=== phase_select_sequencer ===
===== src/rtl/phase_select_sequencer_pkg.sv =====
// rtl/phase_select_sequencer_pkg.sv - shared load codes, direction enum and sync depth
// Load codes match the downstream commutation FSM DesiredLoad encoding.
package phase_select_sequencer_pkg;

    typedef enum logic [1:0] {
        LOAD_NUL = 2'b00,
        LOAD_A   = 2'b01,
        LOAD_B   = 2'b10,
        LOAD_C   = 2'b11
    } load_t;

    typedef enum logic {
        FWD = 1'b0,
        REV = 1'b1
    } dir_t;

    localparam int SYNC_DEPTH = 2;

endpackage


===== src/rtl/phase_select_sequencer_current_sign_filter.sv =====
// rtl/phase_select_sequencer_current_sign_filter.sv - synchronised run-length filter for the output-current sign
// Ports:
//   clk, rst       clock, asynchronous active-high reset
//   i_pos_raw      async comparator, current above +band
//   i_neg_raw      async comparator, current below -band
//   current_sign   filtered sign, 1=positive, 0=negative
module current_sign_filter
    import phase_select_sequencer_pkg::*;
#(
    parameter int SIGN_FILT = 3
) (
    input  logic clk,
    input  logic rst,
    input  logic i_pos_raw,
    input  logic i_neg_raw,
    output logic current_sign
);

    localparam int RUN_W = $clog2(SIGN_FILT + 1);

    logic [SYNC_DEPTH-1:0] pos_sync;
    logic [SYNC_DEPTH-1:0] neg_sync;
    logic [RUN_W-1:0]      run;
    logic                  pos_s;
    logic                  neg_s;
    logic                  opposing;

    assign pos_s = pos_sync[SYNC_DEPTH-1];
    assign neg_s = neg_sync[SYNC_DEPTH-1];

    // Only a clean one-sided sample that disagrees with the held sign can
    // advance the run; agreeing, zero-band or illegal samples restart it.
    assign opposing = (pos_s ^ neg_s) && (pos_s != current_sign);

    always_ff @(posedge clk or posedge rst) begin
        if (rst) begin
            pos_sync     <= '0;
            neg_sync     <= '0;
            run          <= '0;
            current_sign <= 1'b0;
        end else begin
            pos_sync <= {pos_sync[SYNC_DEPTH-2:0], i_pos_raw};
            neg_sync <= {neg_sync[SYNC_DEPTH-2:0], i_neg_raw};
            if (opposing) begin
                if (run == RUN_W'(SIGN_FILT - 1)) begin
                    current_sign <= pos_s;
                    run          <= '0;
                end else begin
                    run <= run + RUN_W'(1);
                end
            end else begin
                run <= '0;
            end
        end
    end

endmodule


===== src/rtl/phase_select_sequencer.sv =====
// rtl/phase_select_sequencer.sv - duty-to-phase time slicer with symmetric sequencing, sign filter and fault latch
// Ports:
//   clk, rst             clock, asynchronous active-high reset
//   en                   run enable (level)
//   period, duty_a/b     per-period counts, captured at each shadow load
//   i_pos_raw/i_neg_raw  async current comparators
//   fault_in             async desat/overcurrent fault
//   desired_load         selected phase (01=A, 10=B, 11=C, 00=none)
//   current_sign         filtered current sign
//   start                commutation FSM enable
//   short_out            sticky fault, cleared only by rst
//   period_tick          pulse in the cycle following each valid shadow load
//   cfg_err              sticky config error, cleared by the next clean load
module phase_select_sequencer
    import phase_select_sequencer_pkg::*;
#(
    parameter int CNT_W     = 12,
    parameter int MIN_DWELL = 4,
    parameter int SIGN_FILT = 3
) (
    input  logic             clk,
    input  logic             rst,
    input  logic             en,
    input  logic [CNT_W-1:0] period,
    input  logic [CNT_W-1:0] duty_a,
    input  logic [CNT_W-1:0] duty_b,
    input  logic             i_pos_raw,
    input  logic             i_neg_raw,
    input  logic             fault_in,
    output logic [1:0]       desired_load,
    output logic             current_sign,
    output logic             start,
    output logic             short_out,
    output logic             period_tick,
    output logic             cfg_err
);

    localparam logic [CNT_W-1:0] MIN_D = CNT_W'(MIN_DWELL);

    logic [CNT_W-1:0]      cnt;
    logic [CNT_W-1:0]      sh_p, sh_a, sh_b, sh_c;
    logic                  running;
    dir_t                  dir;
    logic [SYNC_DEPTH-1:0] fault_sync;
    logic                  fault_s;
    logic                  kill;
    logic                  load;

    logic                  period_ok, clamp_a, clamp_b;
    logic [CNT_W-1:0]      a_cl, b_cl, c_cl, rem;
    logic                  tr_a, tr_b, tr_c;
    logic [CNT_W-1:0]      extra;
    load_t                 rx;
    logic [CNT_W-1:0]      new_a, new_b, new_c;
    load_t                 seg;

    assign fault_s = fault_sync[SYNC_DEPTH-1];
    assign kill    = short_out | fault_s;
    // While not running every enabled cycle is a load attempt, which is what
    // makes an invalid period get re-evaluated until it becomes usable.
    assign load    = en && (!running || (cnt == sh_p - CNT_W'(1)));

    // Clamp the incoming duties into the period, then fold sub-dwell
    // segments into the largest one. The largest clamped duty is the
    // receiver; if it is itself too short, it simply absorbs the whole period.
    always_comb begin
        period_ok = (period >= MIN_D);
        clamp_a   = (duty_a > period);
        a_cl      = clamp_a ? period : duty_a;
        rem       = period - a_cl;
        clamp_b   = (duty_b > rem);
        b_cl      = clamp_b ? rem : duty_b;
        c_cl      = rem - b_cl;

        tr_a  = (a_cl != '0) && (a_cl < MIN_D);
        tr_b  = (b_cl != '0) && (b_cl < MIN_D);
        tr_c  = (c_cl != '0) && (c_cl < MIN_D);
        extra = (tr_a ? a_cl : '0) + (tr_b ? b_cl : '0) + (tr_c ? c_cl : '0);

        if (a_cl >= b_cl && a_cl >= c_cl) begin
            rx = LOAD_A;
        end else if (b_cl >= c_cl) begin
            rx = LOAD_B;
        end else begin
            rx = LOAD_C;
        end

        new_a = (tr_a ? '0 : a_cl) + ((rx == LOAD_A) ? extra : '0);
        new_b = (tr_b ? '0 : b_cl) + ((rx == LOAD_B) ? extra : '0);
        new_c = (tr_c ? '0 : c_cl) + ((rx == LOAD_C) ? extra : '0);
    end

    // Shadow duties sum to the shadow period, so the final segment needs no
    // upper-bound compare and zero-length segments fall through naturally.
    always_comb begin
        seg = LOAD_NUL;
        if (dir == FWD) begin
            if (cnt < sh_a) begin
                seg = LOAD_A;
            end else if (cnt < sh_a + sh_b) begin
                seg = LOAD_B;
            end else begin
                seg = LOAD_C;
            end
        end else begin
            if (cnt < sh_c) begin
                seg = LOAD_C;
            end else if (cnt < sh_c + sh_b) begin
                seg = LOAD_B;
            end else begin
                seg = LOAD_A;
            end
        end
    end

    always_ff @(posedge clk or posedge rst) begin
        if (rst) begin
            fault_sync   <= '0;
            short_out    <= 1'b0;
            cnt          <= '0;
            running      <= 1'b0;
            dir          <= FWD;
            sh_p         <= '0;
            sh_a         <= '0;
            sh_b         <= '0;
            sh_c         <= '0;
            start        <= 1'b0;
            desired_load <= LOAD_NUL;
            period_tick  <= 1'b0;
            cfg_err      <= 1'b0;
        end else begin
            fault_sync <= {fault_sync[SYNC_DEPTH-2:0], fault_in};
            if (fault_s) begin
                short_out <= 1'b1;
            end

            if (!en) begin
                cnt          <= '0;
                running      <= 1'b0;
                dir          <= FWD;
                start        <= 1'b0;
                desired_load <= LOAD_NUL;
                period_tick  <= 1'b0;
            end else begin
                // Outputs reflect the segment of the current count, so the
                // last slot of a period is emitted on the cycle its load edge fires.
                start        <= running && !kill;
                desired_load <= (running && !kill) ? seg : LOAD_NUL;
                if (load) begin
                    cnt         <= '0;
                    sh_p        <= period;
                    sh_a        <= new_a;
                    sh_b        <= new_b;
                    sh_c        <= new_c;
                    cfg_err     <= !period_ok || clamp_a || clamp_b;
                    running     <= period_ok;
                    period_tick <= period_ok;
                    // A fresh start is always forward; back-to-back periods alternate.
                    dir         <= running ? ((dir == FWD) ? REV : FWD) : FWD;
                end else begin
                    cnt         <= cnt + CNT_W'(1);
                    period_tick <= 1'b0;
                end
            end
        end
    end

    current_sign_filter #(
        .SIGN_FILT(SIGN_FILT)
    ) u_sign (
        .clk         (clk),
        .rst         (rst),
        .i_pos_raw   (i_pos_raw),
        .i_neg_raw   (i_neg_raw),
        .current_sign(current_sign)
    );

endmodule


===== config.mk =====
export PLATFORM = sky130hd
export DESIGN_NAME = phase_select_sequencer
export DESIGN_NICKNAME = d
export VERILOG_FILES = /design/src/rtl/phase_select_sequencer_pkg.sv /design/src/rtl/phase_select_sequencer_current_sign_filter.sv /design/src/rtl/phase_select_sequencer.sv
export SDC_FILE = /design/constraint.sdc
export NUM_CORES = 1
export LEC_CHECK = 0
export CORE_AREA = 5 5 148 221
export DETAILED_ROUTE_END_ITERATION = 10
export DIE_AREA = 0 0 153 226
export GPL_TIMING_DRIVEN = 0
export SLEW_MARGIN = 20
export SYNTH_ARGS = -nofsm -noshare
export SYNTH_HDL_FRONTEND = slang
export SYNTH_HIERARCHICAL = 1
export SYNTH_SLANG_ARGS = --single-unit

===== constraint.sdc =====
create_clock -name clk -period 4 [get_ports clk]
set_input_delay 0.4 -clock clk [delete_from_list [all_inputs] [get_ports clk]]
set_output_delay 0.4 -clock clk [all_outputs]
set_load 0.01 [all_outputs]

=== seg7_scan_blink ===
$ cat config.mk
export PLATFORM = sky130hd
export DESIGN_NAME = seg7_scan_blink
export DESIGN_NICKNAME = d
export VERILOG_FILES = /design/src/rtl/seg7_pkg.sv /design/src/rtl/seg7_decode.sv /design/src/rtl/seg7_scan_blink.sv
export SDC_FILE = /design/constraint.sdc
export NUM_CORES = 1
export LEC_CHECK = 0
export CAP_MARGIN = 30
export CORE_ASPECT_RATIO = 1.2
export CORE_UTILIZATION = 58
export CTS_BUF_LIST = sky130_fd_sc_hd__clkbuf_2
export CTS_CLUSTER_DIAMETER = 60
export DETAILED_ROUTE_END_ITERATION = 8
export PLACE_DENSITY = 0.88
export RECOVER_POWER = 100
export SKIP_CTS_REPAIR_TIMING = 1
export SYNTH_ARGS = -nofsm -noshare
export SYNTH_HDL_FRONTEND = slang
export SYNTH_SLANG_ARGS = --single-unit
$ cat constraint.sdc
create_clock -name clk -period 5.7 [get_ports clk]
set_input_delay 1.71 -clock clk [delete_from_list [all_inputs] [get_ports clk]]
set_output_delay 1.71 -clock clk [all_outputs]
set_load 0.005 [all_outputs]
$ cat src/rtl/seg7_pkg.sv
// Shared constants, FSM state type and counter sizing for the seven-segment scanner.
package seg7_pkg;

   // Active-low glyphs, order {dp,g,f,e,d,c,b,a}, dp off
   localparam logic [7:0] SEG_0    = 8'hC0;
   localparam logic [7:0] SEG_1    = 8'hF9;
   localparam logic [7:0] SEG_2    = 8'hA4;
   localparam logic [7:0] SEG_3    = 8'hB0;
   localparam logic [7:0] SEG_4    = 8'h99;
   localparam logic [7:0] SEG_5    = 8'h92;
   localparam logic [7:0] SEG_6    = 8'h82;
   localparam logic [7:0] SEG_7    = 8'hF8;
   localparam logic [7:0] SEG_8    = 8'h80;
   localparam logic [7:0] SEG_9    = 8'h98;
   localparam logic [7:0] SEG_DASH = 8'hBF;
   localparam logic [7:0] SEG_OFF  = 8'hFF;

   typedef enum logic {
      GUARD = 1'b0,
      DRIVE = 1'b1
   } state_e;

   // Bits needed for a counter that runs 0..n-1 (at least one bit)
   function automatic int unsigned cnt_w(input int unsigned n);
      return (n <= 2) ? 1 : $clog2(n);
   endfunction

endpackage

$ cat src/rtl/seg7_decode.sv
// BCD to active-low seven-segment glyph with decimal point and blanking.
module seg7_decode
   import seg7_pkg::*;
(
   input  logic [3:0] bcd,
   input  logic       dp,
   input  logic       blank,
   output logic [7:0] glyph_c
);

   // Glyph lookup; non-BCD codes show a dash, blank overrides everything
   always_comb begin
      glyph_c = SEG_DASH;
      case (bcd)
         4'd0:    glyph_c = SEG_0;
         4'd1:    glyph_c = SEG_1;
         4'd2:    glyph_c = SEG_2;
         4'd3:    glyph_c = SEG_3;
         4'd4:    glyph_c = SEG_4;
         4'd5:    glyph_c = SEG_5;
         4'd6:    glyph_c = SEG_6;
         4'd7:    glyph_c = SEG_7;
         4'd8:    glyph_c = SEG_8;
         4'd9:    glyph_c = SEG_9;
         default: glyph_c = SEG_DASH;
      endcase
      glyph_c[7] = ~dp;
      if (blank) glyph_c = SEG_OFF;
   end

endmodule

$ cat src/rtl/seg7_scan_blink.sv
// Multiplexed seven-segment scanner with guard blanking and blinking edit cursor.
// Optional brightness control (dim input, PWM inside the drive window) with SEG7_DIM_EN.
module seg7_scan_blink
   import seg7_pkg::*;
#(
   parameter  int unsigned NUM_DIGITS = 8,
   parameter  int unsigned CLK_HZ     = 100_000_000,
   parameter  int unsigned SCAN_HZ    = 1000,
   parameter  int unsigned BLINK_HZ   = 2,
   parameter  int unsigned GUARD_CYC  = 16,
   localparam int unsigned IDX_W      = $clog2(NUM_DIGITS)
)(
   input  logic                    clk,
   input  logic                    rst,
   input  logic [4*NUM_DIGITS-1:0] digits,
   input  logic [NUM_DIGITS-1:0]   dp_mask,
   input  logic [NUM_DIGITS-1:0]   blank_mask,
   input  logic                    edit_en,
   input  logic [IDX_W-1:0]        cursor,
`ifdef SEG7_DIM_EN
   input  logic [3:0]              dim,
`endif
   output logic [NUM_DIGITS-1:0]   seg_en,
   output logic [7:0]              seg_out,
   output logic [IDX_W-1:0]        scan_idx,
   output logic                    blink_phase
);

   localparam int unsigned SLOT_CYC   = CLK_HZ / SCAN_HZ;
   localparam int unsigned BLINK_HALF = CLK_HZ / (2 * BLINK_HZ);
   localparam int unsigned SLOT_W     = cnt_w(SLOT_CYC);
   localparam int unsigned BLINK_W    = cnt_w(BLINK_HALF);

   state_e              state;
   logic [SLOT_W-1:0]   slot_cnt;
   logic [BLINK_W-1:0]  blink_cnt;
   logic                edit_d;

   logic [3:0]            bcd_sel_c;
   logic                  dp_sel_c;
   logic                  blank_sel_c;
   logic                  cursor_hit_c;
   logic                  dark_c;
   logic [7:0]            glyph_c;
   logic [NUM_DIGITS-1:0] en_drive_c;

   // Select the current digit's inputs and build its active-low enable
   always_comb begin
      bcd_sel_c   = 4'd0;
      dp_sel_c    = 1'b0;
      blank_sel_c = 1'b0;
      en_drive_c  = '1;
      for (int i = 0; i < NUM_DIGITS; i++) begin
         if (IDX_W'(i) == scan_idx) begin
            bcd_sel_c     = digits[4*i +: 4];
            dp_sel_c      = dp_mask[i];
            blank_sel_c   = blank_mask[i];
            en_drive_c[i] = 1'b0;
         end
      end
      // scan_idx never reaches an out-of-range cursor, so no digit blinks then
      cursor_hit_c = edit_en && blink_phase && (cursor == scan_idx);
      dark_c       = blank_sel_c || cursor_hit_c;
   end

   seg7_decode u_decode (
      .bcd     (bcd_sel_c),
      .dp      (dp_sel_c),
      .blank   (dark_c),
      .glyph_c (glyph_c)
   );

   // Free-running blink divider; an edit_en rising edge restarts it in the lit half
   always_ff @(posedge clk or negedge rst) begin
      if (!rst) begin
         edit_d      <= 1'b0;
         blink_cnt   <= '0;
         blink_phase <= 1'b0;
      end else begin
         edit_d <= edit_en;
         if (edit_en && !edit_d) begin
            blink_cnt   <= '0;
            blink_phase <= 1'b0;
         end else if (blink_cnt == BLINK_W'(BLINK_HALF - 1)) begin
            blink_cnt   <= '0;
            blink_phase <= ~blink_phase;
         end else begin
            blink_cnt <= blink_cnt + BLINK_W'(1);
         end
      end
   end

`ifdef SEG7_DIM_EN
   localparam int unsigned DRIVE_CYC = SLOT_CYC - GUARD_CYC;
   localparam int unsigned SUB_CYC   = DRIVE_CYC / 16;

   logic [3:0] dim_q;
   logic       dim_lit_c;

   // Tube stays lit for the first dim+1 sub-windows of the next drive cycle
   always_comb begin
      dim_lit_c = (dim_q == 4'hF) ||
                  ((32'(slot_cnt) + 32'd1 - GUARD_CYC) < ((32'(dim_q) + 32'd1) * SUB_CYC));
   end
`endif

   // Slot sequencer: guard blanking, snapshot, then drive the selected tube
   always_ff @(posedge clk or negedge rst) begin
      if (!rst) begin
         state    <= GUARD;
         slot_cnt <= '0;
         scan_idx <= '0;
         seg_en   <= '1;
         seg_out  <= SEG_OFF;
`ifdef SEG7_DIM_EN
         dim_q    <= 4'hF;
`endif
      end else begin
         case (state)
            GUARD: begin
               slot_cnt <= slot_cnt + SLOT_W'(1);
               if (slot_cnt == SLOT_W'(GUARD_CYC - 1)) begin
                  state   <= DRIVE;
                  seg_en  <= en_drive_c;
                  seg_out <= glyph_c;
`ifdef SEG7_DIM_EN
                  dim_q   <= dim;
`endif
               end
            end
            DRIVE: begin
               if (slot_cnt == SLOT_W'(SLOT_CYC - 1)) begin
                  state    <= GUARD;
                  slot_cnt <= '0;
                  seg_en   <= '1;
                  seg_out  <= SEG_OFF;
                  scan_idx <= (scan_idx == IDX_W'(NUM_DIGITS - 1)) ? '0 : scan_idx + IDX_W'(1);
               end else begin
                  slot_cnt <= slot_cnt + SLOT_W'(1);
`ifdef SEG7_DIM_EN
                  seg_en   <= dim_lit_c ? en_drive_c : '1;
`endif
               end
            end
            default: begin
               state    <= GUARD;
               slot_cnt <= '0;
            end
         endcase
      end
   end

endmodule

Fig. 1: phase_select_sequencer, cell placement
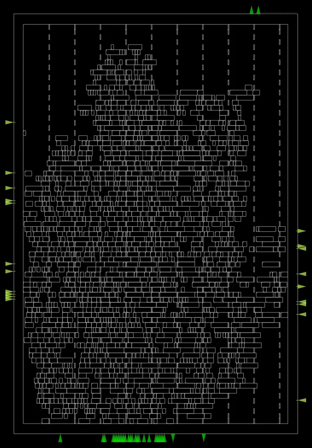
post-layout util: 48.5%
filler instances: 2,893

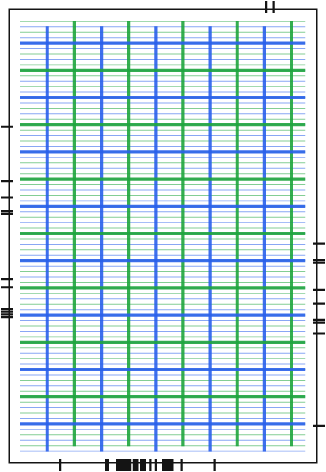
Fig. 2. Floorplan with the power grid (phase_select_sequencer).
Scale: 2 px per um. Pins as bars on the die edge.
legend:
  green:
    net: VDD
  blue:
    net: VSS
rows: 79
met4 straps: 10
met5 straps: 15

==> flow_summary.json, phase_select_sequencer <==
{
  "status": "finished, violations left",
  "violations": "negative setup slack",
  "slowest_delay_ns": 0.59,
  "logic_gates": 1079,
  "yosysCellCount": 1336,
  "diodes": 0,
  "ys_chip_area_sq_um": 10600,
  "flop_cell": "dfrtp_1",
  "placed_area_sq_um": 12100,
  "use_met3_pct": 1.38,
  "synth_area_sq_um": 10600,
  "required_ns": 4.23,
  "hold_buffers": 0,
  "yosysSeqAreaShare_pct": 18.2,
  "die-area_sq_um": 34600,
  "setup_viol": 37,
  "syn_inst": 1336,
  "xor_area_share_pct": 9.77,
  "setup_slack_ns": -8.06,
  "synth_flops": 77,
  "ios": 49,
  "firstDrtPassIters": 6,
  "wl_met2_um": 18400,
  "portBuffers": 47,
  "yosysMostFrequentCell": "ha_1",
  "ys_sh_adder_pct": 24.7,
  "r2r_cells": 12,
  "synth.avg_cell_area_sq_um": 7.92,
  "clock.latency.late_pin_ns": 0.34,
  "slew_headroom_pct": 17.4,
  "mostFrequentLayoutCells": "inv_1, ha_1, buf_4",
  "topCellsByArea": "ha_1, dfrtp_1, xnor2_1",
  "clkbuf_count": 11,
  "crit_slowest_cell": "fa_2",
  "crit_type": "in2reg",
  "clock_sinks": 77,
  "crit_path_frequent_cell": "ha_4",
  "routed.top_layer": "met4",
  "via_per_inst": 5.19,
  "drc": 0
}
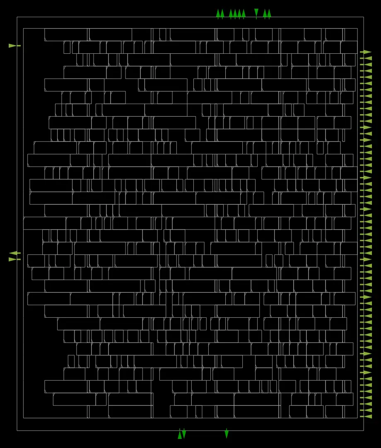
Fig. 3. Cell placement (seg7_scan_blink).
fraction of area in registers: 35.5%
flop count: 64
Core ar.: 6090 sq um
Layout Cells excl Fill: 564
filler instances: 451

==> flow_summary.json, seg7_scan_blink <==
{
  "slew_viol_final": 44,
  "placed_area_sq_um": 4410,
  "xor_area_share_pct": 9.70,
  "r2r_start": "scan_idx[2]",
  "final_antenna_net_count": 0,
  "cp.arrival_ns": 4.23,
  "grt_util_all_layers_pct": 28.1,
  "hold_violations": 0,
  "rows": 31,
  "edf_count": 0,
  "violations": "max-capacitance violations, max-slew violations",
  "logic_family": "simple AND/OR/NAND/NOR gates",
  "yosys-top-cells-count": "nor2_1, dfrtp_1, nand2_1",
  "dr_total_vias": 3240,
  "clkbuf_count": 9,
  "critical_path_buf_inv_count": 2,
  "numCtsBuffers": 9,
  "ys_sh_adder_pct": 3.04,
  "largest_reg_flops": 25,
  "fmax_ghz": 0.247,
  "whs_endpoint": "slot_cnt[0]",
  "crit_slowest_cell": "clkbuf_1",
  "r2r_cells": 7,
  "aoi_share_pct": 13.8,
  "maxCapViolations": 1,
  "grt_pass1_vias": 3104,
  "worst-path-stages": 2,
  "die_w_um": 74.9,
  "top_area_cell": "dfrtp_1",
  "nNonClkInverters": 13,
  "overflow": 0,
  "dpl.cell_count": 548,
  "routedWlPerCell_um": 16.1,
  "fin_util_pct": 75.0,
  "status": "finished, violations left",
  "antenna_found_initial": 0,
  "clk_pin_slew_ns": 0.18,
  "required_ns": 5.88,
  "post-route-period-util_pct": 71.0,
  "dp_slack_ns": 1.87,
  "crit_fanout": 43,
  "top_area_cell_class": "multi-input combinational cells",
  "simple_gate_share_pct": 24.5,
  "regToRegEndpoint": "seg_out[7]",
  "mostFrequentLayoutCells": "nor2_1, clkdlybuf4s50_1, dfrtp_1",
  "path_delay_family": "buffers and inverters",
  "ios": 74,
  "n_tap_cell": 82
}


==> screenshots <==
Signal metal coverage by tile.
panel A
Scale: 1.5 px per um. 15 x 23 tiles, from dark purple (low) to yellow (high), scaled to the fullest tile. Values are wire area over tile area, all layers added.
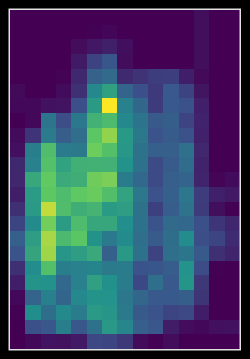
panel B
Scale: 4 px per um. 15 x 18 tiles, from dark purple (low) to yellow (high), scaled to the fullest tile. Values are wire area over tile area, all layers added.
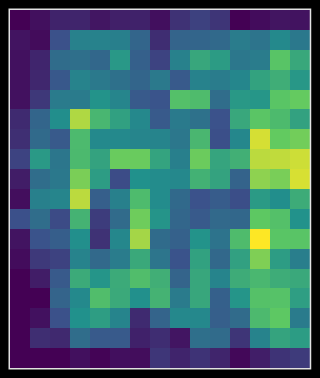
- seg7_scan_blink = panel B
- phase_select_sequencer = panel A
Of these, largest die: panel A

